=== id_redirect_stage ===
id_redirect_stage/registers.png
Scale bar: 50 um.
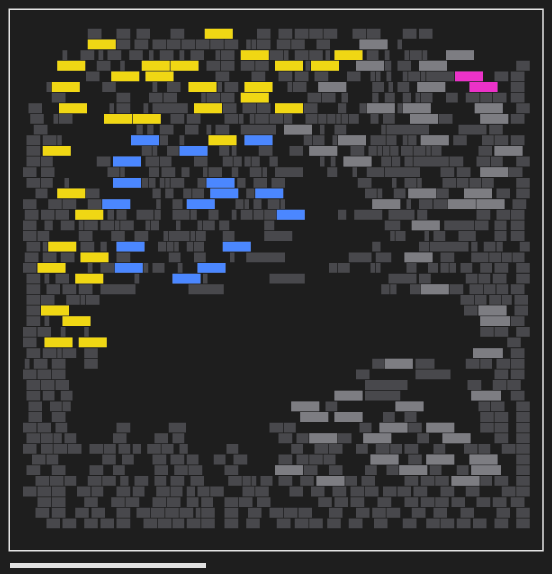

`src/rtl/mips_pkg.sv`:
```
// Shared opcode, jump-code and FSM definitions for the ID/redirect stage.
package mips_pkg;

    localparam logic [5:0] OP_RTYPE = 6'h00;
    localparam logic [5:0] OP_J     = 6'h02;
    localparam logic [5:0] OP_JAL   = 6'h03;
    localparam logic [5:0] OP_BEQ   = 6'h04;
    localparam logic [5:0] OP_BNE   = 6'h05;
    localparam logic [5:0] OP_LW    = 6'h23;
    localparam logic [5:0] FUNCT_JR = 6'h08;

    localparam logic [1:0] JMP_SEQ = 2'b00;
    localparam logic [1:0] JMP_ABS = 2'b01;
    localparam logic [1:0] JMP_REG = 2'b10;

    typedef enum logic [1:0] {
        IDLE  = 2'b00,
        RUN   = 2'b01,
        STALL = 2'b10
    } id_state_e;

    // Branch displacement in bytes: sign-extended word offset times four.
    function automatic logic [31:0] branch_offset(input logic [15:0] imm);
        return {{14{imm[15]}}, imm, 2'b00};
    endfunction

endpackage

```
`src/rtl/id_hazard_unit.sv`:
```
// Combinational load-use and branch-operand hazard detection for the ID stage.
module id_hazard_unit
    import mips_pkg::*;
(
    input  logic       id_valid,
    input  logic [5:0] opcode,
    input  logic [5:0] funct,
    input  logic [4:0] rs,
    input  logic [4:0] rt,
    input  logic       idex_mem_read,
    input  logic       idex_reg_write,
    input  logic [4:0] idex_dst,
    output logic       stall
);

    logic is_branch;
    logic is_jr;
    logic reads_rt;
    logic rs_match;
    logic rt_match;
    logic load_use;
    logic branch_hazard;

    assign is_branch = (opcode == OP_BEQ) || (opcode == OP_BNE);
    assign is_jr     = (opcode == OP_RTYPE) && (funct == FUNCT_JR);
    assign reads_rt  = (opcode == OP_RTYPE) || is_branch;

    // $0 is hard-wired, so a write to it never feeds a dependent reader.
    assign rs_match = (idex_dst != 5'd0) && (idex_dst == rs);
    assign rt_match = (idex_dst != 5'd0) && (idex_dst == rt);

    assign load_use      = idex_mem_read && (rs_match || (rt_match && reads_rt));
    // Branch operands are compared in ID with no forwarding path, so any
    // in-flight producer of a source must retire first.
    assign branch_hazard = idex_reg_write &&
                           ((is_branch && (rs_match || rt_match)) || (is_jr && rs_match));

    assign stall = id_valid && (load_use || branch_hazard);

endmodule

```
`src/rtl/id_redirect_stage.sv`:
```
// IF/ID register, decode and next-PC redirect controls with hazard stalling.
// Define BRANCH_DELAY_SLOT_EN to keep the word after a taken redirect (no squash).
module id_redirect_stage
    import mips_pkg::*;
#(
    parameter int          CNT_W     = 16,
    parameter logic [31:0] NOP_INSTR = 32'h00000000
) (
    input  logic             clk,
    input  logic             rst,
    input  logic [31:0]      instruction,
    input  logic [31:0]      pc_plus4,
    input  logic [31:0]      rs_data,
    input  logic [31:0]      rt_data,
    input  logic             idex_mem_read,
    input  logic             idex_reg_write,
    input  logic [4:0]       idex_dst,
    output logic [4:0]       id_rs,
    output logic [4:0]       id_rt,
    output logic [31:0]      id_instr,
    output logic [31:0]      id_pc_plus4,
    output logic             id_valid,
    output logic [31:0]      shifted_inst_extended,
    output logic [25:0]      jmp_addr,
    output logic [1:0]       Jmp,
    output logic             and_z_b,
    output logic [31:0]      read_data1_reg,
    output logic             pc_hold,
    output logic [CNT_W-1:0] stall_cnt,
    output logic [CNT_W-1:0] flush_cnt,
    output logic [1:0]       fsm_state
);

    localparam logic [CNT_W-1:0] CNT_ONE = CNT_W'(1);

    id_state_e  state;
    logic       stall;
    logic       redirect;
    logic [5:0] opcode;
    logic [5:0] funct;

    assign opcode = id_instr[31:26];
    assign funct  = id_instr[5:0];
    assign id_rs  = id_instr[25:21];
    assign id_rt  = id_instr[20:16];

    id_hazard_unit u_hazard (
        .id_valid       (id_valid),
        .opcode         (opcode),
        .funct          (funct),
        .rs             (id_rs),
        .rt             (id_rt),
        .idex_mem_read  (idex_mem_read),
        .idex_reg_write (idex_reg_write),
        .idex_dst       (idex_dst),
        .stall          (stall)
    );

    assign shifted_inst_extended = branch_offset(id_instr[15:0]);
    assign jmp_addr              = id_instr[25:0];
    assign read_data1_reg        = rs_data;
    assign pc_hold               = stall;
    assign fsm_state             = state;

    // A bubble or a stalled slot must never steer fetch.
    always_comb begin
        Jmp     = JMP_SEQ;
        and_z_b = 1'b0;
        if (id_valid && !stall) begin
            if (opcode == OP_J || opcode == OP_JAL) begin
                Jmp = JMP_ABS;
            end else if (opcode == OP_RTYPE && funct == FUNCT_JR) begin
                Jmp = JMP_REG;
            end
            if (opcode == OP_BEQ) begin
                and_z_b = (rs_data == rt_data);
            end else if (opcode == OP_BNE) begin
                and_z_b = (rs_data != rt_data);
            end
        end
    end

    assign redirect = (Jmp != JMP_SEQ) || and_z_b;

    always_ff @(posedge clk) begin
        if (!rst) begin
            state       <= IDLE;
            id_instr    <= NOP_INSTR;
            id_pc_plus4 <= 32'd0;
            id_valid    <= 1'b0;
            stall_cnt   <= '0;
            flush_cnt   <= '0;
        end else begin
            state <= stall ? STALL : RUN;
            if (stall) begin
                if (stall_cnt != '1) begin
                    stall_cnt <= stall_cnt + CNT_ONE;
                end
            end else if (redirect) begin
`ifdef BRANCH_DELAY_SLOT_EN
                id_instr    <= instruction;
                id_pc_plus4 <= pc_plus4;
                id_valid    <= 1'b1;
`else
                id_instr    <= NOP_INSTR;
                id_pc_plus4 <= pc_plus4;
                id_valid    <= 1'b0;
                if (flush_cnt != '1) begin
                    flush_cnt <= flush_cnt + CNT_ONE;
                end
`endif
            end else begin
                id_instr    <= instruction;
                id_pc_plus4 <= pc_plus4;
                id_valid    <= 1'b1;
            end
        end
    end

endmodule
```
`config.mk`:
```
export PLATFORM = sky130hd
export DESIGN_NAME = id_redirect_stage
export DESIGN_NICKNAME = d
export VERILOG_FILES = /design/src/rtl/mips_pkg.sv /design/src/rtl/id_hazard_unit.sv /design/src/rtl/id_redirect_stage.sv
export SDC_FILE = /design/constraint.sdc
export NUM_CORES = 1
export LEC_CHECK = 0
export CORE_AREA = 3 3 133 135
export DETAILED_ROUTE_END_ITERATION = 8
export DIE_AREA = 0 0 136 138
export PLACE_DENSITY = 0.73
export SLEW_MARGIN = 10
export SYNTH_ARGS = -nofsm -noshare
export SYNTH_HDL_FRONTEND = slang
export SYNTH_HIERARCHICAL = 1
export SYNTH_SLANG_ARGS = --single-unit
```
`constraint.sdc`:
```
create_clock -name clk -period 3.57 [get_ports clk]
set_input_delay 0.5355 -clock clk [delete_from_list [all_inputs] [get_ports clk]]
set_output_delay 0.5355 -clock clk [all_outputs]
set_load 0.05 [all_outputs]
```
=== clock_mode_ctrl ===
**config.mk**
```make
export PLATFORM = sky130hd
export DESIGN_NAME = clock_mode_ctrl
export DESIGN_NICKNAME = d
export VERILOG_FILES = /design/src/rtl/clock_mode_ctrl.sv
export SDC_FILE = /design/constraint.sdc
export NUM_CORES = 1
export LEC_CHECK = 0
export CORE_MARGIN = 2
export CORE_UTILIZATION = 63
export CTS_BUF_LIST = sky130_fd_sc_hd__clkbuf_4 sky130_fd_sc_hd__clkbuf_8
export DETAILED_ROUTE_END_ITERATION = 16
export PLACE_DENSITY = 0.82
export RECOVER_POWER = 25
export SETUP_SLACK_MARGIN = 0.05
export SYNTH_ARGS = -nofsm -noshare
export SYNTH_HDL_FRONTEND = slang
export SYNTH_SLANG_ARGS = --single-unit
```
**constraint.sdc**
```tcl
create_clock -name clk -period 2.3 [get_ports clk]
set_input_delay 0.575 -clock clk [delete_from_list [all_inputs] [get_ports clk]]
set_output_delay 0.575 -clock clk [all_outputs]
set_load 0.005 [all_outputs]
```
**src/rtl/clock_mode_ctrl.sv**
```systemverilog
// Mode controller and count sequencer for the digital clock: key debouncing, the
// NORMAL/SET_HOUR/SET_MIN/SET_SEC machine, counter strobes, blink mask and timeout.
module clock_mode_ctrl #(
  parameter int unsigned DEBOUNCE_CYCLES = 500000,
  parameter int unsigned TIMEOUT_S       = 10
) (
  input  logic       clk,
  input  logic       reset,
  input  logic       tick_1hz,
  input  logic       key_mode_n,
  input  logic       key_up_n,
  input  logic       key_down_n,
  input  logic       sec_tc,
  input  logic       min_tc,
  output logic       sec_en,
  output logic       min_en,
  output logic       hour_en,
  output logic       count_up,
  output logic [2:0] blink_mask,
  output logic [1:0] mode_state,
  output logic       normal_state
);

  localparam int unsigned CntW = $clog2(DEBOUNCE_CYCLES + 1);
  localparam int unsigned ToW  = (TIMEOUT_S > 0) ? $clog2(TIMEOUT_S + 1) : 1;
  localparam logic [CntW-1:0] CntLast = CntW'(DEBOUNCE_CYCLES - 1);
  localparam logic [ToW-1:0]  ToLimit = ToW'(TIMEOUT_S);

  typedef enum logic [1:0] {
    StNormal  = 2'd0,
    StSetHour = 2'd1,
    StSetMin  = 2'd2,
    StSetSec  = 2'd3
  } state_e;

  // ---------------------------------------------------------------------------
  // Key path: index 0 = mode, 1 = up, 2 = down
  // ---------------------------------------------------------------------------
  logic [2:0]      key_raw;
  logic [2:0]      sync1_q, sync2_q;
  logic [2:0]      deb_q, deb_d;
  logic [2:0]      press_q, press_d;
  logic [CntW-1:0] cnt_q [3];
  logic [CntW-1:0] cnt_d [3];

  assign key_raw = {key_down_n, key_up_n, key_mode_n};

  always_comb begin
    for (int i = 0; i < 3; i++) begin
      deb_d[i]   = deb_q[i];
      press_d[i] = 1'b0;
      cnt_d[i]   = '0;
      if (sync2_q[i] != deb_q[i]) begin
        if (cnt_q[i] == CntLast) begin
          deb_d[i]   = sync2_q[i];
          // Only the falling (press) edge is an event; releases just track.
          press_d[i] = ~sync2_q[i];
        end else begin
          cnt_d[i] = cnt_q[i] + 1'b1;
        end
      end
    end
  end

  always_ff @(posedge clk or negedge reset) begin
    if (!reset) begin
      sync1_q <= 3'b111;
      sync2_q <= 3'b111;
      deb_q   <= 3'b111;
      press_q <= 3'b000;
      for (int i = 0; i < 3; i++) begin
        cnt_q[i] <= '0;
      end
    end else begin
      sync1_q <= key_raw;
      sync2_q <= sync1_q;
      deb_q   <= deb_d;
      press_q <= press_d;
      for (int i = 0; i < 3; i++) begin
        cnt_q[i] <= cnt_d[i];
      end
    end
  end

  // Mode beats up/down; up together with down cancels both.
  logic ev_mode, ev_up, ev_down, ev_any;

  assign ev_mode = press_q[0];
  assign ev_up   = press_q[1] & ~press_q[2] & ~press_q[0];
  assign ev_down = press_q[2] & ~press_q[1] & ~press_q[0];
  assign ev_any  = |press_q;

  // ---------------------------------------------------------------------------
  // Mode FSM and strobe sequencing
  // ---------------------------------------------------------------------------
  state_e         state_q, state_d;
  logic           phase_q, phase_d;
  logic [ToW-1:0] to_q, to_d;
  logic           sec_en_q, sec_en_d;
  logic           min_en_q, min_en_d;
  logic           hour_en_q, hour_en_d;
  logic           count_up_q, count_up_d;
  logic [2:0]     blink_q, blink_d;
  logic           normal_q, normal_d;

  always_comb begin
    state_d    = state_q;
    phase_d    = phase_q;
    to_d       = to_q;
    sec_en_d   = 1'b0;
    min_en_d   = 1'b0;
    hour_en_d  = 1'b0;
    count_up_d = count_up_q;

    if (state_q == StNormal) begin
      if (tick_1hz) begin
        sec_en_d   = 1'b1;
        min_en_d   = sec_tc;
        hour_en_d  = sec_tc & min_tc;
        count_up_d = 1'b1;
      end
      if (ev_mode) begin
        state_d = StSetHour;
      end
    end else begin
      if (ev_mode) begin
        case (state_q)
          StSetHour: state_d = StSetMin;
          StSetMin:  state_d = StSetSec;
          default:   state_d = StNormal;
        endcase
      end else if (ev_up || ev_down) begin
        hour_en_d  = (state_q == StSetHour);
        min_en_d   = (state_q == StSetMin);
        sec_en_d   = (state_q == StSetSec);
        count_up_d = ev_up;
      end

      // A key event outranks a tick landing in the same cycle.
      if (ev_any) begin
        to_d    = '0;
        phase_d = 1'b0;
      end else if (tick_1hz) begin
        phase_d = ~phase_q;
        if (TIMEOUT_S != 0) begin
          to_d = to_q + 1'b1;
          if (to_d == ToLimit) begin
            state_d = StNormal;
          end
        end
      end
    end

    if (state_d != state_q) begin
      phase_d = 1'b0;
      to_d    = '0;
    end
  end

  always_comb begin
    blink_d = 3'b000;
    if (phase_d) begin
      case (state_d)
        StSetHour: blink_d = 3'b100;
        StSetMin:  blink_d = 3'b010;
        StSetSec:  blink_d = 3'b001;
        default:   blink_d = 3'b000;
      endcase
    end
    normal_d = (state_d == StNormal);
  end

  always_ff @(posedge clk or negedge reset) begin
    if (!reset) begin
      state_q    <= StNormal;
      phase_q    <= 1'b0;
      to_q       <= '0;
      sec_en_q   <= 1'b0;
      min_en_q   <= 1'b0;
      hour_en_q  <= 1'b0;
      count_up_q <= 1'b1;
      blink_q    <= 3'b000;
      normal_q   <= 1'b1;
    end else begin
      state_q    <= state_d;
      phase_q    <= phase_d;
      to_q       <= to_d;
      sec_en_q   <= sec_en_d;
      min_en_q   <= min_en_d;
      hour_en_q  <= hour_en_d;
      count_up_q <= count_up_d;
      blink_q    <= blink_d;
      normal_q   <= normal_d;
    end
  end

  assign sec_en       = sec_en_q;
  assign min_en       = min_en_q;
  assign hour_en      = hour_en_q;
  assign count_up     = count_up_q;
  assign blink_mask   = blink_q;
  assign mode_state   = state_q;
  assign normal_state = normal_q;

endmodule
```
=== fetch_redirect ===
**config.mk**
```make
export PLATFORM = sky130hd
export DESIGN_NAME = fetch_redirect
export DESIGN_NICKNAME = d
export VERILOG_FILES = /design/src/rtl/fetch_redirect.sv
export SDC_FILE = /design/constraint.sdc
export NUM_CORES = 1
export LEC_CHECK = 0
export ABC_AREA = 1
export CAP_MARGIN = 20
export CELL_PAD_IN_SITES_DETAIL_PLACEMENT = 0
export CELL_PAD_IN_SITES_GLOBAL_PLACEMENT = 1
export CORE_MARGIN = 2
export CORE_UTILIZATION = 35
export CTS_CLUSTER_DIAMETER = 50
export DETAILED_ROUTE_END_ITERATION = 10
export PLACE_DENSITY = 0.84
export SLEW_MARGIN = 0
export SYNTH_ARGS = -nofsm -noshare
export SYNTH_HDL_FRONTEND = slang
export SYNTH_SLANG_ARGS = --single-unit
```
**constraint.sdc**
```tcl
create_clock -name clk_i -period 1.9 [get_ports clk_i]
set_clock_uncertainty 0.05 [all_clocks]
set_input_delay 0.19 -clock clk_i [delete_from_list [all_inputs] [get_ports clk_i]]
set_output_delay 0.19 -clock clk_i [all_outputs]
set_load 0.01 [all_outputs]
```
**src/rtl/fetch_redirect.sv**
```systemverilog
// Fetch PC owner for the LC-3b pipeline: applies resolved MEM-stage control
// transfers, then ignores further redirects while the downstream squash runs.
//
// state  | meaning
// -------+------------------------------------------------------------------
// RUN    | sequential fetch; a redirect is applied now, or parked if stalled
// PEND   | redirect seen during a stall; applied on the first unstalled cycle
// SHADOW | post-redirect squash window; redirects ignored for FLUSH_DEPTH cycles
module fetch_redirect #(
    parameter int FLUSH_DEPTH = 3
) (
    input  logic        clk_i,
    input  logic        reset_i,
    input  logic        stall_i,
    input  logic        redirect_valid_i,
    input  logic [15:0] redirect_target_i,
    output logic [15:0] pc_o,
    output logic        fetch_valid_o,
    output logic        flush_req_o,
    output logic        shadow_active_o,
    output logic [15:0] redirect_count_o
);

    localparam int CNT_W = $clog2(FLUSH_DEPTH + 1);
    localparam logic [CNT_W-1:0] SHADOW_LOAD = CNT_W'(FLUSH_DEPTH);
    localparam logic [CNT_W-1:0] CNT_ONE     = CNT_W'(1);

    localparam logic [1:0] ST_RUN    = 2'd0;
    localparam logic [1:0] ST_PEND   = 2'd1;
    localparam logic [1:0] ST_SHADOW = 2'd2;

    logic [1:0]       state_q, state_d;
    logic [CNT_W-1:0] shadow_cnt_q, shadow_cnt_d;
    logic [15:0]      pend_tgt_q, pend_tgt_d;
    logic [15:0]      pc_q, pc_d;
    logic [15:0]      redirect_count_q, redirect_count_d;

    logic             apply;
    logic [15:0]      apply_tgt;
    logic [15:0]      pc_inc;

    assign pc_inc = pc_q + 16'd2;

    always_comb begin
        state_d          = state_q;
        shadow_cnt_d     = shadow_cnt_q;
        pend_tgt_d       = pend_tgt_q;
        pc_d             = pc_q;
        redirect_count_d = redirect_count_q;
        apply            = 1'b0;
        apply_tgt        = redirect_target_i;
        fetch_valid_o    = 1'b1;
        flush_req_o      = 1'b0;

        case (state_q)
            ST_RUN: begin
                if (!stall_i) begin
                    if (redirect_valid_i) begin
                        apply = 1'b1;
                    end else begin
                        pc_d = pc_inc;
                    end
                end else if (redirect_valid_i) begin
                    pend_tgt_d    = redirect_target_i;
                    state_d       = ST_PEND;
                    fetch_valid_o = 1'b0;
                end
            end
            ST_PEND: begin
                // The parked target wins over anything arriving on the live inputs.
                fetch_valid_o = 1'b0;
                if (!stall_i) begin
                    apply     = 1'b1;
                    apply_tgt = pend_tgt_q;
                end
            end
            ST_SHADOW: begin
                if (!stall_i) begin
                    pc_d         = pc_inc;
                    shadow_cnt_d = shadow_cnt_q - CNT_ONE;
                    if (shadow_cnt_q == CNT_ONE) begin
                        state_d = ST_RUN;
                    end
                end
            end
            default: begin
                state_d = ST_RUN;
            end
        endcase

        if (apply) begin
            pc_d          = {apply_tgt[15:1], 1'b0};
            flush_req_o   = 1'b1;
            fetch_valid_o = 1'b0;
            shadow_cnt_d  = SHADOW_LOAD;
            state_d       = ST_SHADOW;
            if (redirect_count_q != 16'hFFFF) begin
                redirect_count_d = redirect_count_q + 16'd1;
            end
        end
    end

    always_ff @(posedge clk_i) begin
        if (reset_i) begin
            state_q          <= ST_RUN;
            shadow_cnt_q     <= '0;
            pend_tgt_q       <= 16'h0000;
            pc_q             <= 16'h0000;
            redirect_count_q <= 16'h0000;
        end else begin
            state_q          <= state_d;
            shadow_cnt_q     <= shadow_cnt_d;
            pend_tgt_q       <= pend_tgt_d;
            pc_q             <= pc_d;
            redirect_count_q <= redirect_count_d;
        end
    end

    assign pc_o             = pc_q;
    assign shadow_active_o  = (state_q == ST_SHADOW);
    assign redirect_count_o = redirect_count_q;

endmodule

```

==> gallery <==
Clock network drawn from the DEF.
picture 1
Scale bar: 50 um.
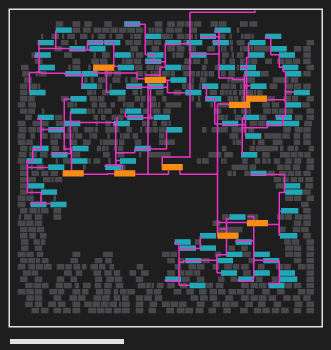
picture 2
Scale bar: 20 um.
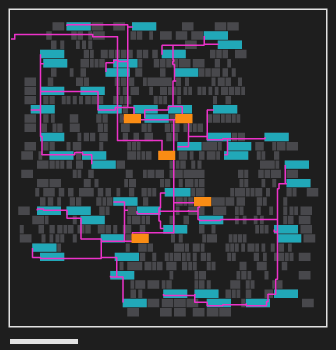
picture 3
Scale bar: 20 um.
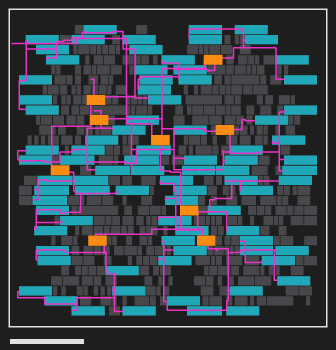
id_redirect_stage -> picture 1
fetch_redirect -> picture 2
clock_mode_ctrl -> picture 3
Of these, fewest sequential cells: picture 2
Of these, largest die: picture 1

clock_mode_ctrl/drive_strength.png
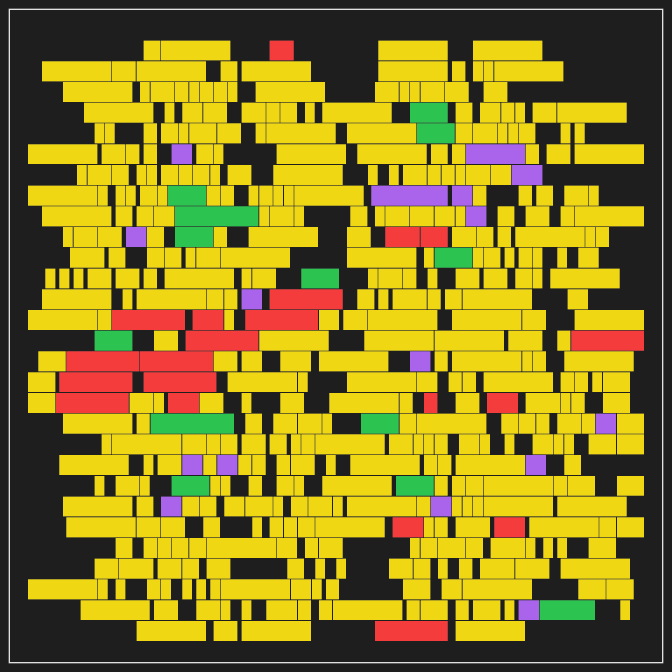
| size | colour | cells | share |
|---|---|---|---|
| drive 1 or less | yellow | 404 | 89% |
| drive 6 and up | green | 13 | 2.9% |
| drive 2 | red | 20 | 4.4% |
| drive 3 to 4 | purple | 16 | 3.5% |
nonclk buf count: 28
final instance area: 4722 um^2

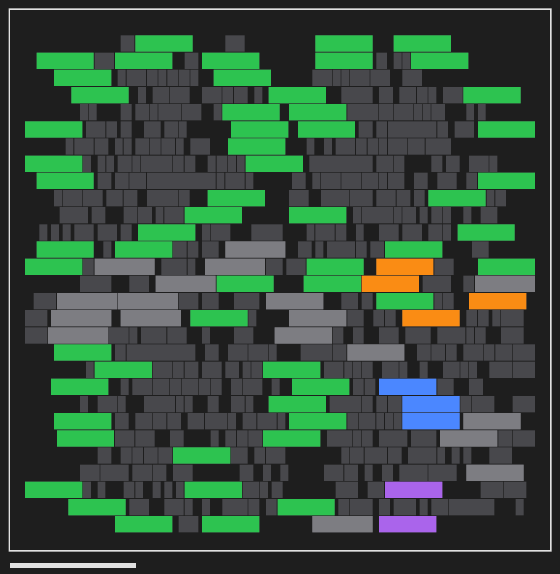
clock_mode_ctrl/registers.png
Scale bar: 20 um.
| name in the netlist | colour | sequential cells |
|---|---|---|
| `cnt_q` | green | 57 |
| `to_q` | orange | 4 |
| `mode_state` | purple | 2 |
| `blink_mask` | blue | 3 |
not coloured: 18

==> ds_physical_params.txt, clock_mode_ctrl <==
Implementation parameters

Parameter                              Value

Synth
  Leading cell types by total area after synthesis    dfrtp_1, xnor2_1, dfstp_2
  Synthesized area per cell    9.953 um^2

Drt
  Vias per cell    6.068
  Detailed-route DRC error count    0
  Top sig layer    met4
  Remaining antenna violation count    0
  First drt pass iteration count    4

Layout
  Antenna Diode Count    0
  Area fraction of clock buffers and clock inverters    0.04769
  Synth-to-layout area growth    12.69%
  Largest cell class by area    flip-flops and latches
  Top Registers    cnt_q (57), to_q (4)

Worst setup path
  Required time of the critical path    2.51 ns
  Internal reg-to-reg setup slack    0.23 ns
  Data arrival time of the critical path    2.28 ns
  Kind of start point of the critical path    flip-flop
  Highest net fanout along the worst path    9

Pwr
  Peak VDD IR    0.0005773 V
  Areal power density over the cells    790.9 nW/um^2

Floorplan
  FP Core Util    0.6562
  Row cnt    29

Run status
  Run status    completed

Placed design
  Count of input and output buffers    17

STA
  Count of final hold-check violations    0

Clock tree
  Number of hold buffers added after CTS    0
==> clock_mode_ctrl: per-stage QoR <==
stage	total power, mW	setup slack, ns	utilization
finish	3.734	0.2290	0.7394
global route	3.941	0.06059	0.7394
CTS	3.749	0.2469	0.7400
detailed placement	2.589	0.1231	0.7047
global placement	2.540	0.2300	0.7047
floorplan	2.239	0.3931	-
==> clock_mode_ctrl: cell families after synthesis <==
logic type	Yosys count
adder cells (fa/ha/maj)	9
AND-OR/OR-AND	38
buffers and inverters	30
XOR/XNOR	49
AND/OR/NAND/NOR	205
flip-flops	84
multiplexers	6
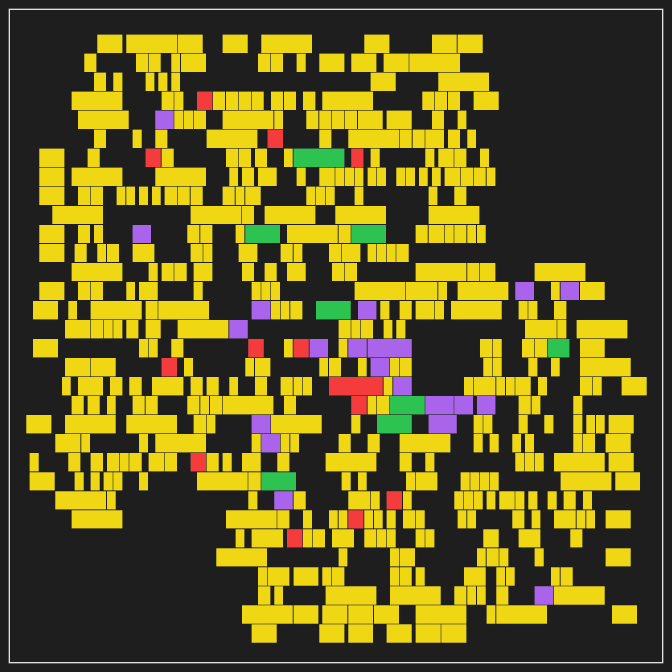
fetch_redirect/drive_strength.png
| size | colour | cells | share |
|---|---|---|---|
| drive 1 or less | yellow | 443 | 92% |
| drive 6 and up | green | 8 | 1.7% |
| drive 3 to 4 | purple | 20 | 4.1% |
| drive 2 | red | 13 | 2.7% |

==> ds_physical_params.txt, fetch_redirect <==
Implementation parameters

Parameter                              Value

Drt
  DRT met1 WL    3730 um
  Detail-routed net length per standard cell    12.50 um
  Detailed-route DRC error count    0

Pwr
  Net switching power    0.6378 mW
  Clock Power Share    0.295
  Power Combinational    0.416 mW

STA
  Peak Freq    0.5628 GHz
  Final Critical Period    1.777 ns

Worst setup path
  Slowest cell on crit path    clkdlybuf4s50_1
  Critical Path Sink    fetch_valid_o
  Kind of start point of the critical path    flip-flop
  Crit. End Element    primary output
  Internal reg-to-reg setup slack    0.21 ns

Run status
  Run status    completed

Clock tree
  Clock-pin slew of the registers on the worst-case setup and hold paths    0.09 ns
  Clock tree from TritonCTS    yes
  Post-CTS repair timing setup buffer count    0
  Clock Root Buffer    clkbuf_8
  Htree depth    2

Synth
  Flops & latches, synth    50
  Share of synthesized area occupied by flip-flops and latches    0.3592
  Synthesized area per cell    6.556 um^2
  Yosys stat cell total    425

Global routing
  Maximum number of pins on one net before global-route repair    34
  GRT met3 Usage    0.03384
  Global-route met1 utilization    0.2475

Floorplan
  FP Core Util    0.3606

Layout
  Filler cell count in the final layout    813
  Synth-to-layout area growth    28.38%
  Number of standard cells in the final layout excluding fillers    586
==> fetch_redirect: worst register-to-register path: stages (launching register included) <==
cell and delay [ns]:
dfxtp_1 0.39, ha_1 0.22, nand2_2 0.08, nor2_2 0.14, nand2_2 0.10, nor2_4 0.13, nor2_4 0.04, buf_4 0.16
inv_6 0.12, nand2_1 0.06, a21oi_1 0.14
==> fetch_redirect: through the flow <==
step / cell area, um^2 / power (mW)
after floorplan: 2786 / 1.406
after global placement: 3480 / 1.596
after detailed placement: 3480 / 1.602
after CTS: 3573 / 2.267
after global routing: 3577 / 2.375
final: 3577 / 2.234
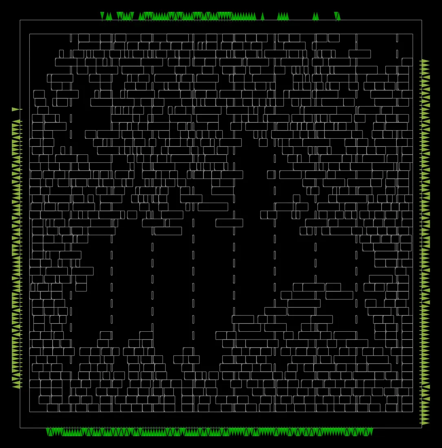
id_redirect_stage/final_placement.png
well-tap cell count: 220
sequential portion of the cell area: 0.2349
filler cell count in the final layout: 1592
final core area utilization: 0.5100

About id_redirect_stage/registers.png:
| name in the netlist | colour | sequential cells |
|---|---|---|
| `id_pc_plus4` | yellow | 32 |
| `flush_cnt` | blue | 16 |
| `fsm_state` | magenta | 2 |

==> ds_physical_params.txt, id_redirect_stage <==
Implementation parameters

Parameter                              Value

Layout
  Synth-to-layout area growth    65.89%
  Total number of nets in the final design    923
  Most common library cell in the layout ignoring fill and taps    clkdlybuf4s50_1

Synth
  Adder and majority cell fraction of the synthesized area    0.004908

Run status
  Run status    completed

Clock tree
  Clock-pin slew of the registers on the worst-case setup and hold paths    0.06 ns
  Post-CTS repair timing setup buffer count    0
  Number of buffers inserted during clock tree synthesis    9

Pwr
  Net switching power    1.032 mW
  Clock Power Share    0.328
  Switching part of the total    0.3221
  Top power consumer group    sequential cells

Floorplan
  Core area    16580 um^2

Drt
  Routed wire length on met3    1328 um
  Detail-routed net length per standard cell    16.14 um

Global routing
  Met2 usage in global routing    0.3025
  Global-route usage over all layers    0.1684
## id_redirect_stage: synth_stat cells, types with 2 or more instances
library cell,instances
buf_4,103
dfxtp_1,99
nor2_1,60
xnor2_1,47
mux2i_1,36
a22o_1,32
nand4_1,17
nand2_1,16
xor2_1,15
clkbuf_1,12
inv_1,11
and3_1,9
a21oi_1,8
nand3_1,8
and2_1,7
a211oi_1,4
and4_1,4
a21o_1,3
nor3_1,3
nor4_2,3
a2111oi_2,2
a31oi_1,2
buf_1,2
buf_2,2
ha_1,2
nand2b_1,2
nor4b_1,2
o21a_1,2
o21ai_1,2
or3_1,2

=== bolme_birimi_flat ===
bolme_birimi_flat/registers.png
Scale bar: 50 um.
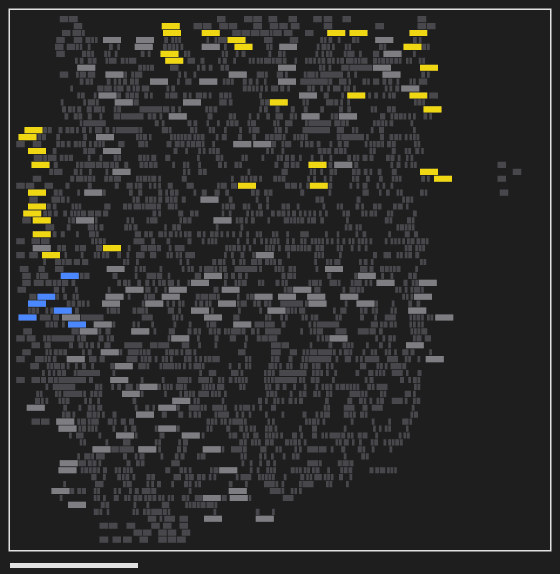

[src/rtl/bolme_birimi_if.sv]
// rtl/bolme_birimi_if.sv - request/result bundle of the iterative 32-bit divider
interface bolme_birimi_if;
    logic        istek_i;
    logic [1:0]  islem_i;
    logic [31:0] bolunen_i;
    logic [31:0] bolen_i;
    logic        iptal_i;
    logic [31:0] sonuc_o;
    logic        gecerli_o;
    logic        mesgul_o;

    modport master (
        output istek_i, islem_i, bolunen_i, bolen_i, iptal_i,
        input  sonuc_o, gecerli_o, mesgul_o
    );

    modport slave (
        input  istek_i, islem_i, bolunen_i, bolen_i, iptal_i,
        output sonuc_o, gecerli_o, mesgul_o
    );
endinterface

[src/rtl/bolme_birimi.sv]
// rtl/bolme_birimi.sv - RV32M DIV/DIVU/REM/REMU restoring divider, one bit per clock
module bolme_birimi (
    input  logic              clk_i,
    input  logic              rst_i,
    bolme_birimi_if.slave     bb
);
    typedef enum logic {BOSTA, HESAPLA} durum_t;

    durum_t      durum_q, durum_d;
    logic        kalan_sec_q;          // 1: result is the remainder (REM/REMU)
    logic [31:0] bolum_q;              // dividend bits shift out MSB, quotient bits shift in LSB
    logic [31:0] bolen_q;
    logic [31:0] kalan_q;
    logic [5:0]  sayac_q;
    logic        bolunen_neg_q, bolen_neg_q;
    logic [31:0] sonuc_q;
    logic        gecerli_q;

    logic        isaretli, bolunen_neg, bolen_neg;
    logic [31:0] bolunen_mag, bolen_mag;
    logic        sifir_bolen, tasma, kabul, hizli, son_adim;
    logic [31:0] hizli_sonuc;
    logic [32:0] kalan_kay, fark;
    logic        bolum_bit;
    logic [31:0] kalan_yeni, bolum_yeni, bolum_son, kalan_son, son_sonuc;

    // Request decode, fast-path detection and one restoring shift-subtract step
    always_comb begin
        isaretli    = ~bb.islem_i[0];
        bolunen_neg = isaretli & bb.bolunen_i[31];
        bolen_neg   = isaretli & bb.bolen_i[31];
        // 0x8000_0000 negates to itself, which is exactly its unsigned magnitude
        bolunen_mag = bolunen_neg ? (32'd0 - bb.bolunen_i) : bb.bolunen_i;
        bolen_mag   = bolen_neg   ? (32'd0 - bb.bolen_i)   : bb.bolen_i;

        sifir_bolen = (bb.bolen_i == 32'd0);
        tasma       = isaretli && (bb.bolunen_i == 32'h8000_0000) && (bb.bolen_i == 32'hFFFF_FFFF);
        kabul       = (durum_q == BOSTA) && bb.istek_i && !bb.iptal_i;
        hizli       = kabul && (sifir_bolen || tasma);

        hizli_sonuc = 32'd0;
        if (sifir_bolen)
            hizli_sonuc = bb.islem_i[1] ? bb.bolunen_i : 32'hFFFF_FFFF;
        else if (tasma)
            hizli_sonuc = bb.islem_i[1] ? 32'd0 : 32'h8000_0000;

        kalan_kay  = {kalan_q, bolum_q[31]};
        fark       = kalan_kay - {1'b0, bolen_q};
        bolum_bit  = ~fark[32];
        kalan_yeni = bolum_bit ? fark[31:0] : kalan_kay[31:0];
        bolum_yeni = {bolum_q[30:0], bolum_bit};

        // Sign flags are only ever set for signed ops, so unsigned results pass untouched
        bolum_son  = (bolunen_neg_q ^ bolen_neg_q) ? (32'd0 - bolum_yeni) : bolum_yeni;
        kalan_son  = bolunen_neg_q ? (32'd0 - kalan_yeni) : kalan_yeni;
        son_sonuc  = kalan_sec_q ? kalan_son : bolum_son;

        son_adim   = (durum_q == HESAPLA) && (sayac_q == 6'd31);
    end

    // Next-state logic: special cases finish without leaving idle, flush always wins
    always_comb begin
        durum_d = durum_q;
        case (durum_q)
            BOSTA:   if (kabul && !hizli) durum_d = HESAPLA;
            HESAPLA: if (bb.iptal_i || son_adim) durum_d = BOSTA;
            default: durum_d = BOSTA;
        endcase
    end

    // State register
    always_ff @(posedge clk_i) begin
        if (!rst_i) durum_q <= BOSTA;
        else        durum_q <= durum_d;
    end

    // Operand capture, iteration datapath and result/valid registers
    always_ff @(posedge clk_i) begin
        if (!rst_i) begin
            kalan_sec_q   <= 1'b0;
            bolum_q       <= 32'd0;
            bolen_q       <= 32'd0;
            kalan_q       <= 32'd0;
            sayac_q       <= 6'd0;
            bolunen_neg_q <= 1'b0;
            bolen_neg_q   <= 1'b0;
            sonuc_q       <= 32'd0;
            gecerli_q     <= 1'b0;
        end else begin
            gecerli_q <= 1'b0;
            if (kabul) begin
                kalan_sec_q   <= bb.islem_i[1];
                bolum_q       <= bolunen_mag;
                bolen_q       <= bolen_mag;
                kalan_q       <= 32'd0;
                sayac_q       <= 6'd0;
                bolunen_neg_q <= bolunen_neg;
                bolen_neg_q   <= bolen_neg;
                if (hizli) begin
                    sonuc_q   <= hizli_sonuc;
                    gecerli_q <= 1'b1;
                end
            end else if ((durum_q == HESAPLA) && !bb.iptal_i) begin
                kalan_q <= kalan_yeni;
                bolum_q <= bolum_yeni;
                sayac_q <= sayac_q + 6'd1;
                if (son_adim) begin
                    sonuc_q   <= son_sonuc;
                    gecerli_q <= 1'b1;
                end
            end
        end
    end

    assign bb.sonuc_o   = sonuc_q;
    assign bb.gecerli_o = gecerli_q;
    assign bb.mesgul_o  = (durum_q == HESAPLA);
endmodule
[src/flat_wrapper.sv]
// flat-port wrapper written by rule: the top's interface ports become plain ports
module bolme_birimi_flat 
  (clk_i, rst_i, bb_istek_i, bb_islem_i, bb_bolunen_i, bb_bolen_i, bb_iptal_i, bb_sonuc_o, bb_gecerli_o, bb_mesgul_o);
  bolme_birimi_if bb_i ();
  input  logic clk_i;
  input  logic rst_i;
  input wire logic [$bits(bb_i.istek_i)-1:0] bb_istek_i;
  input wire logic [$bits(bb_i.islem_i)-1:0] bb_islem_i;
  input wire logic [$bits(bb_i.bolunen_i)-1:0] bb_bolunen_i;
  input wire logic [$bits(bb_i.bolen_i)-1:0] bb_bolen_i;
  input wire logic [$bits(bb_i.iptal_i)-1:0] bb_iptal_i;
  output wire logic [$bits(bb_i.sonuc_o)-1:0] bb_sonuc_o;
  output wire logic [$bits(bb_i.gecerli_o)-1:0] bb_gecerli_o;
  output wire logic [$bits(bb_i.mesgul_o)-1:0] bb_mesgul_o;
  assign bb_i.istek_i = bb_istek_i;
  assign bb_i.islem_i = bb_islem_i;
  assign bb_i.bolunen_i = bb_bolunen_i;
  assign bb_i.bolen_i = bb_bolen_i;
  assign bb_i.iptal_i = bb_iptal_i;
  assign bb_sonuc_o = bb_i.sonuc_o;
  assign bb_gecerli_o = bb_i.gecerli_o;
  assign bb_mesgul_o = bb_i.mesgul_o;
  bolme_birimi u_core (.clk_i(clk_i), .rst_i(rst_i), .bb(bb_i));
endmodule
[config.mk]
export PLATFORM = sky130hd
export DESIGN_NAME = bolme_birimi_flat
export DESIGN_NICKNAME = d
export VERILOG_FILES = /design/src/rtl/bolme_birimi_if.sv /design/src/rtl/bolme_birimi.sv /design/src/flat_wrapper.sv
export SDC_FILE = /design/constraint.sdc
export NUM_CORES = 1
export LEC_CHECK = 0
export ABC_AREA = 1
export CORE_MARGIN = 2
export CORE_UTILIZATION = 29
export CTS_CLUSTER_DIAMETER = 30
export DETAILED_ROUTE_END_ITERATION = 12
export PLACE_DENSITY = 0.53
export SLEW_MARGIN = 20
export SYNTH_ARGS = -nofsm -noshare
export SYNTH_HDL_FRONTEND = slang
export SYNTH_SLANG_ARGS = --single-unit
[constraint.sdc]
create_clock -name clk_i -period 6.05 [get_ports clk_i]
set_input_delay 1.21 -clock clk_i [delete_from_list [all_inputs] [get_ports clk_i]]
set_output_delay 1.21 -clock clk_i [all_outputs]
set_load 0.01 [all_outputs]
=== uart_tx_arbiter ===
[config.mk]
export PLATFORM = sky130hd
export DESIGN_NAME = uart_tx_arbiter
export DESIGN_NICKNAME = d
export VERILOG_FILES = /design/src/rtl/uart_tx_arbiter.sv
export SDC_FILE = /design/constraint.sdc
export NUM_CORES = 1
export LEC_CHECK = 0
export CORE_ASPECT_RATIO = 2
export CORE_MARGIN = 3
export CORE_UTILIZATION = 40
export DETAILED_ROUTE_END_ITERATION = 7
export PLACE_DENSITY = 0.77
export SYNTH_ARGS = -nofsm -noshare
export SYNTH_HDL_FRONTEND = slang
export SYNTH_SLANG_ARGS = --single-unit
[constraint.sdc]
create_clock -name clk -period 2.79 [get_ports clk]
set_clock_uncertainty 0.2 [all_clocks]
set_input_delay 0.558 -clock clk [delete_from_list [all_inputs] [get_ports clk]]
set_output_delay 0.558 -clock clk [all_outputs]
set_load 0.05 [all_outputs]
[src/rtl/uart_tx_arbiter.sv]
// uart_tx_arbiter: round-robin arbiter that feeds bytes from four requesters
// into a downstream UART buffer. Each granted requester holds the grant for a
// whole message. Each byte is written with a baud-paced strobe: high for one
// baud period, then low for one baud period. The arbiter also tracks how many
// bytes are outstanding in the buffer.
// Optional feature: define UART_ARB_TIMEOUT_EN to add a stall watchdog and the
// arb_timeout output.
module uart_tx_arbiter #(
  parameter int NUM_REQ       = 4,
  parameter int BUF_DEPTH     = 255,
  parameter int TIMEOUT_TICKS = 1024
) (
  input  logic                   clk,
  input  logic                   reset,
  input  logic                   baud_x1,
  input  logic [NUM_REQ-1:0]     req,
  input  logic [NUM_REQ-1:0]     req_valid,
  input  logic [8*NUM_REQ-1:0]   req_data,
  input  logic [NUM_REQ-1:0]     req_last,
  output logic [NUM_REQ-1:0]     req_ready,
  output logic [NUM_REQ-1:0]     gnt,
  input  logic                   tx_pop,
  output logic [7:0]             buf_data,
  output logic                   buf_strobe,
`ifdef UART_ARB_TIMEOUT_EN
  output logic                   arb_timeout,
`endif
  output logic [7:0]             buf_level
);

  localparam int IDX_W = $clog2(NUM_REQ);
  localparam logic [7:0] DEPTH = 8'(BUF_DEPTH);

  if (NUM_REQ != 4) begin : g_chk_num_req
    $error("uart_tx_arbiter: NUM_REQ must be 4");
  end
  if (BUF_DEPTH < 1 || BUF_DEPTH > 255) begin : g_chk_depth
    $error("uart_tx_arbiter: BUF_DEPTH must fit the 8-bit level counter");
  end
  if (TIMEOUT_TICKS < 1) begin : g_chk_timeout
    $error("uart_tx_arbiter: TIMEOUT_TICKS must be positive");
  end

  typedef enum logic [2:0] {IDLE, ARB, WAIT_BYTE, STROBE_HI, STROBE_LO} state_t;

  state_t             state_q, state_d;
  logic [NUM_REQ-1:0] gnt_q, gnt_d;
  logic [IDX_W-1:0]   gidx_q, gidx_d;
  logic [IDX_W-1:0]   ptr_q, ptr_d;
  logic [7:0]         data_q, data_d;
  logic [7:0]         level_q, level_d;
  logic               last_q, last_d;
  logic               strobe_q, strobe_d;
  logic               accept;
  logic               pop_ok;
  logic               cur_req;
  logic               cur_valid;
  logic [7:0]         cur_byte;
`ifdef UART_ARB_TIMEOUT_EN
  localparam int WD_W = $clog2(TIMEOUT_TICKS + 1);
  logic [WD_W-1:0]    wd_q, wd_d;
  logic               timeout;
`endif

  // Pick the first asserted request searching from (p + 1) upward, wrapping.
  function automatic logic [IDX_W-1:0] rr_pick(input logic [NUM_REQ-1:0] r,
                                               input logic [IDX_W-1:0]   p);
    logic [IDX_W-1:0] idx;
    rr_pick = p;
    for (int i = NUM_REQ; i >= 1; i--) begin
      idx = IDX_W'((int'(p) + i) % NUM_REQ);
      if (r[idx]) rr_pick = idx;
    end
  endfunction

  assign cur_req   = req[gidx_q];
  assign cur_valid = req_valid[gidx_q];
  assign cur_byte  = req_data[8*int'(gidx_q) +: 8];

  // Next-state logic: arbitration, byte hand-off and strobe pacing.
  always_comb begin
    state_d   = state_q;
    gnt_d     = gnt_q;
    gidx_d    = gidx_q;
    ptr_d     = ptr_q;
    data_d    = data_q;
    last_d    = last_q;
    accept    = 1'b0;
    req_ready = '0;
`ifdef UART_ARB_TIMEOUT_EN
    wd_d      = '0;
    timeout   = 1'b0;
`endif
    case (state_q)
      IDLE: begin
        if (|req) state_d = ARB;
      end
      ARB: begin
        if (|req) begin
          gidx_d  = rr_pick(req, ptr_q);
          ptr_d   = gidx_d;
          gnt_d   = NUM_REQ'(1) << gidx_d;
          state_d = WAIT_BYTE;
        end else begin
          state_d = IDLE;
        end
      end
      WAIT_BYTE: begin
`ifdef UART_ARB_TIMEOUT_EN
        wd_d = wd_q;
        if (baud_x1 && !cur_valid) wd_d = wd_q + 1'b1;
`endif
        if (!cur_req) begin
          // Holder abandoned the message between bytes: release now.
          gnt_d   = '0;
          state_d = IDLE;
        end else if (cur_valid && (level_q < DEPTH)) begin
          accept    = 1'b1;
          req_ready = gnt_q;
          data_d    = cur_byte;
          last_d    = req_last[gidx_q];
          state_d   = STROBE_HI;
        end
`ifdef UART_ARB_TIMEOUT_EN
        else if (baud_x1 && !cur_valid && (wd_q == WD_W'(TIMEOUT_TICKS - 1))) begin
          timeout = 1'b1;
          gnt_d   = '0;
          state_d = IDLE;
        end
`endif
      end
      STROBE_HI: begin
        if (baud_x1) state_d = STROBE_LO;
      end
      STROBE_LO: begin
        if (baud_x1) begin
          // A dropped request is only honoured once the byte in flight is done.
          if (last_q || !cur_req) begin
            gnt_d   = '0;
            state_d = IDLE;
          end else begin
            state_d = WAIT_BYTE;
          end
        end
      end
      default: state_d = IDLE;
    endcase
  end

  // Level moves by +1 per accepted byte and -1 per pop; a pop when empty is dropped.
  always_comb begin
    pop_ok   = tx_pop && (level_q != 8'd0);
    level_d  = level_q + {7'd0, accept} - {7'd0, pop_ok};
    strobe_d = (state_d == STROBE_HI);
  end

  // State and output registers; reset aborts any message in progress.
  always_ff @(posedge clk or negedge reset) begin
    if (!reset) begin
      state_q  <= IDLE;
      gnt_q    <= '0;
      gidx_q   <= '0;
      ptr_q    <= IDX_W'(NUM_REQ - 1);
      data_q   <= 8'h00;
      last_q   <= 1'b0;
      level_q  <= 8'd0;
      strobe_q <= 1'b0;
    end else begin
      state_q  <= state_d;
      gnt_q    <= gnt_d;
      gidx_q   <= gidx_d;
      ptr_q    <= ptr_d;
      data_q   <= data_d;
      last_q   <= last_d;
      level_q  <= level_d;
      strobe_q <= strobe_d;
    end
  end

`ifdef UART_ARB_TIMEOUT_EN
  // Watchdog over baud ticks spent waiting on a silent grant holder.
  always_ff @(posedge clk or negedge reset) begin
    if (!reset) wd_q <= '0;
    else        wd_q <= wd_d;
  end

  assign arb_timeout = timeout;
`endif

  assign gnt        = gnt_q;
  assign buf_data   = data_q;
  assign buf_strobe = strobe_q;
  assign buf_level  = level_q;

endmodule

uart_tx_arbiter/clock_map.png
Scale bar: 20 um.
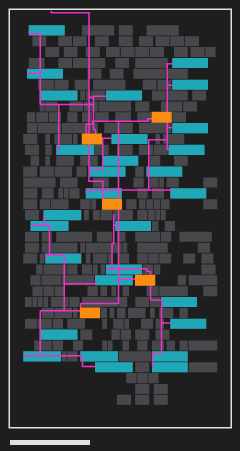
[flip-flops] cyan | count: 29
[clock wires] magenta | length: 439 um
[cells driving clock nets] orange | count: 5
routed clock nets: 6
flops lie: widely spread
Clock Power Share: 0.092
Clock net power: 0.358 mW
Clock Latency Late Sink: 0.28 ns

==> ds_physical_params.txt, uart_tx_arbiter <==
Implementation parameters

Parameter                              Value

Clock tree
  Number of gates given a new drive strength after cts    22

Run status
  Violated checks    negative setup slack
  Run status    finished, violations left

STA
  Smallest setup slack after layout    -0.06172 ns
  Count of final hold-check violations    0
  Number of endpoints failing setup at the final stage    2

Synth
  Cell type with the highest aggregate area in the netlist    dfrtp_1
  Yosys stat cell total    168
  Post-synth area from yosys stat    1936 um^2
  Xor-xnor portion of the synthesized cell area    0.01810

Drt
  Remaining antenna violation count    0

Pwr
  Areal power density over the cells    1250 nW/um^2

Worst setup path
  Data arrival time of the critical path    2.81 ns
  Critical Path Sink    buf_level[6]
  Most frequent cell on the critical path    inv_2

Global routing
  Met2 usage in global routing    0.4008
[uart_tx_arbiter: stage by stage]
stage                     area [um^2]  total power, mW  hold slack (ns)    util
after floorplan                  1989            2.578          0.06241       -
after global placement           2955            3.368           0.2907  0.6367
after detailed placement         2955            3.418           0.3040  0.6367
after CTS                        3108            3.901           0.3188  0.6695
after global routing             3128            4.173           0.3353  0.6739
final                            3128            3.909           0.3114  0.6739
[uart_tx_arbiter: power breakdown]
part           switching [mW]  leakage, nW  internal [mW]
Sequential              0.181        0.343          0.661
Combinational            1.48        0.932           1.22
Clock                   0.158       0.0455          0.201
Total                    1.82         1.32           2.09
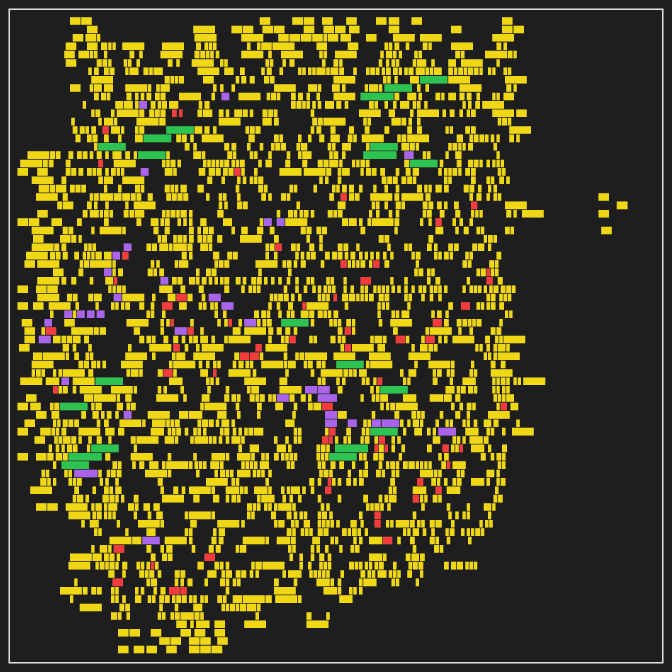
bolme_birimi_flat/drive_strength.png
| size | colour | cells | share |
|---|---|---|---|
| drive 2 | red | 64 | 2.9% |
| drive 3 to 4 | purple | 35 | 1.6% |
| drive 6 and up | green | 21 | 0.94% |
| drive 1 or less | yellow | 2120 | 95% |
nonclk buf count: 118
final instance area: 14580 um^2
smallest setup slack after layout: 1.375 ns
synth-to-layout area growth: 16.60%

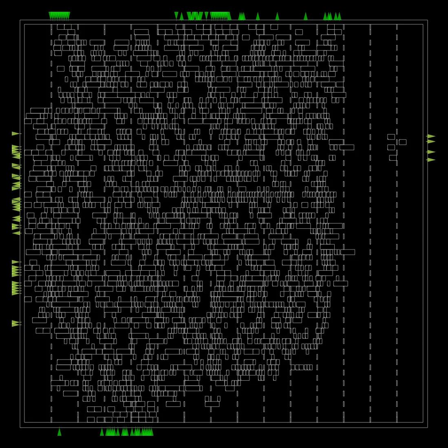
bolme_birimi_flat/final_placement.png
filler cell count in the final layout: 4854
count of sequential standard cells: 139
number of standard cells in the final layout excluding fillers: 2786
row cnt: 76
well-tap cell count: 546

Notes on bolme_birimi_flat/registers.png above:
| name in the netlist | colour | sequential cells |
|---|---|---|
| `u_core.bb.sonuc_o` | yellow | 32 |
| `u_core.sayac_q` | blue | 6 |
Seq group: 0.985 mW
flip-flop and latch area: 2783 um^2
final core area utilization: 0.3408

==> ds_physical_params.txt, bolme_birimi_flat <==
Implementation parameters

Parameter                              Value

Run status
  Run status    completed

Global routing
  Most used routing layer in global routing    met2
  Antenna violations before repair    0
  Global-route met1 utilization    0.2954
  Global-route wire length before repair    75220 um

Hold path
  Hold worst-path end    u_core.bb.sonuc_o[15]

Drt
  DR iter-0 viols    1308
  Routed wire length on met3    2774 um
  Total via count after detailed routing    14360
  DRT met1 WL    22800 um

Worst setup path
  Slowest cell on crit path    nor4_1
  Most frequent cell on the critical path    inv_1
  List of cells traversed by the critical path    clkdlybuf4s50_1 -> inv_1 -> ha_1 -> nand3_1 -> nor3_1 -> nand3_1 -> inv_1 -> nand3_1 -> inv_1 -> nand2_1 -> nor3_1 -> nand2_1 -> nor4_1 -> o211ai_1 -> nand2_1 -> inv_1 -> a21oi_1
  Depth of the worst register-to-register path    30

Layout
  Largest cell class by area    logic gates
  Commonest cells after routing, fill and taps aside    nand2_1, inv_1, nor2_1, a21oi_1, o21ai_0
  Area fraction of clock buffers and clock inverters    0.04178

Clock tree
  Number of buffers inserted during clock tree synthesis    17
  Clock tree from TritonCTS    yes
  Worst-case clock buffer depth    2
  Number of gates given a new drive strength after cts    0

Synth
  Adder and majority cell fraction of the synthesized area    0.03962
  Dominant flop cell    dfxtp_1
  Post-synth area from yosys stat    12510 um^2
  Number of synthesized flops with an enable pin    0
  Area fraction of the dominant cell type after synthesis    0.2225

Floorplan
  FP Core Util    0.2923

STA
  RSZ-0062 raised after global routing    false

Pwr
  Clock Power Share    0.303
  Leakage power summed over all cells    6.770 nW
bolme_birimi_flat: registers in the layout, summed over array words and instances, names as in the netlist, 6 cells and up:
register / cells
u_core.bolen_q: 32
u_core.sayac_q: 6
u_core.bolum_q: 32
u_core.bb.sonuc_o: 32
u_core.kalan_q: 32
bolme_birimi_flat: critical path, delay by kind of cell:
kind                     cells  cell delay, ns
AND/OR/NAND/NOR              9            2.42
buffers and inverters        5            0.93
AND-OR/OR-AND                2            0.31
adder cells (fa/ha/maj)      1            0.17

==> notes/layouts.md <==
Pictures saved along the way, in no particular order.

Wiring heat map.
panel A
The die is cut into 21 by 21 equal tiles; dark blue is low, red is high, scaled to the fullest tile. Values are wire area over tile area, all layers added.
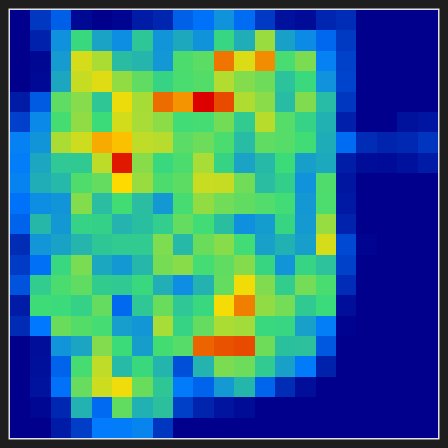
panel B
The die is cut into 11 by 21 equal tiles; dark blue is low, red is high, scaled to the fullest tile. Values are wire area over tile area, all layers added.
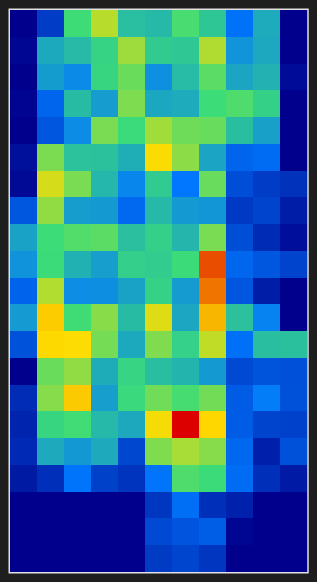
- bolme_birimi_flat = panel A
- uart_tx_arbiter = panel B



## Gallery

Placed standard cells.
Plate I
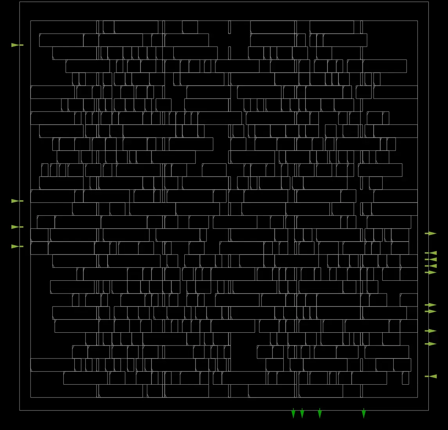
Plate II
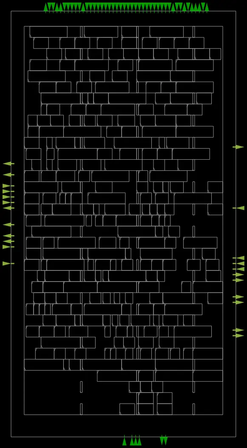
Plate III
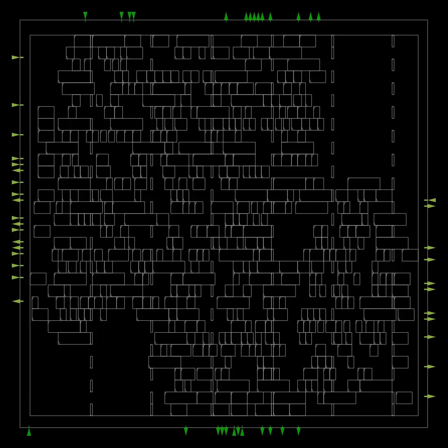
Of these, fewest cells: Plate II
Of these, most sequential cells: Plate I
Plate II comes from uart_tx_arbiter.
Plate I comes from clock_mode_ctrl.
Plate III comes from fetch_redirect.

Power is estimated from default activity; no workload was simulated.
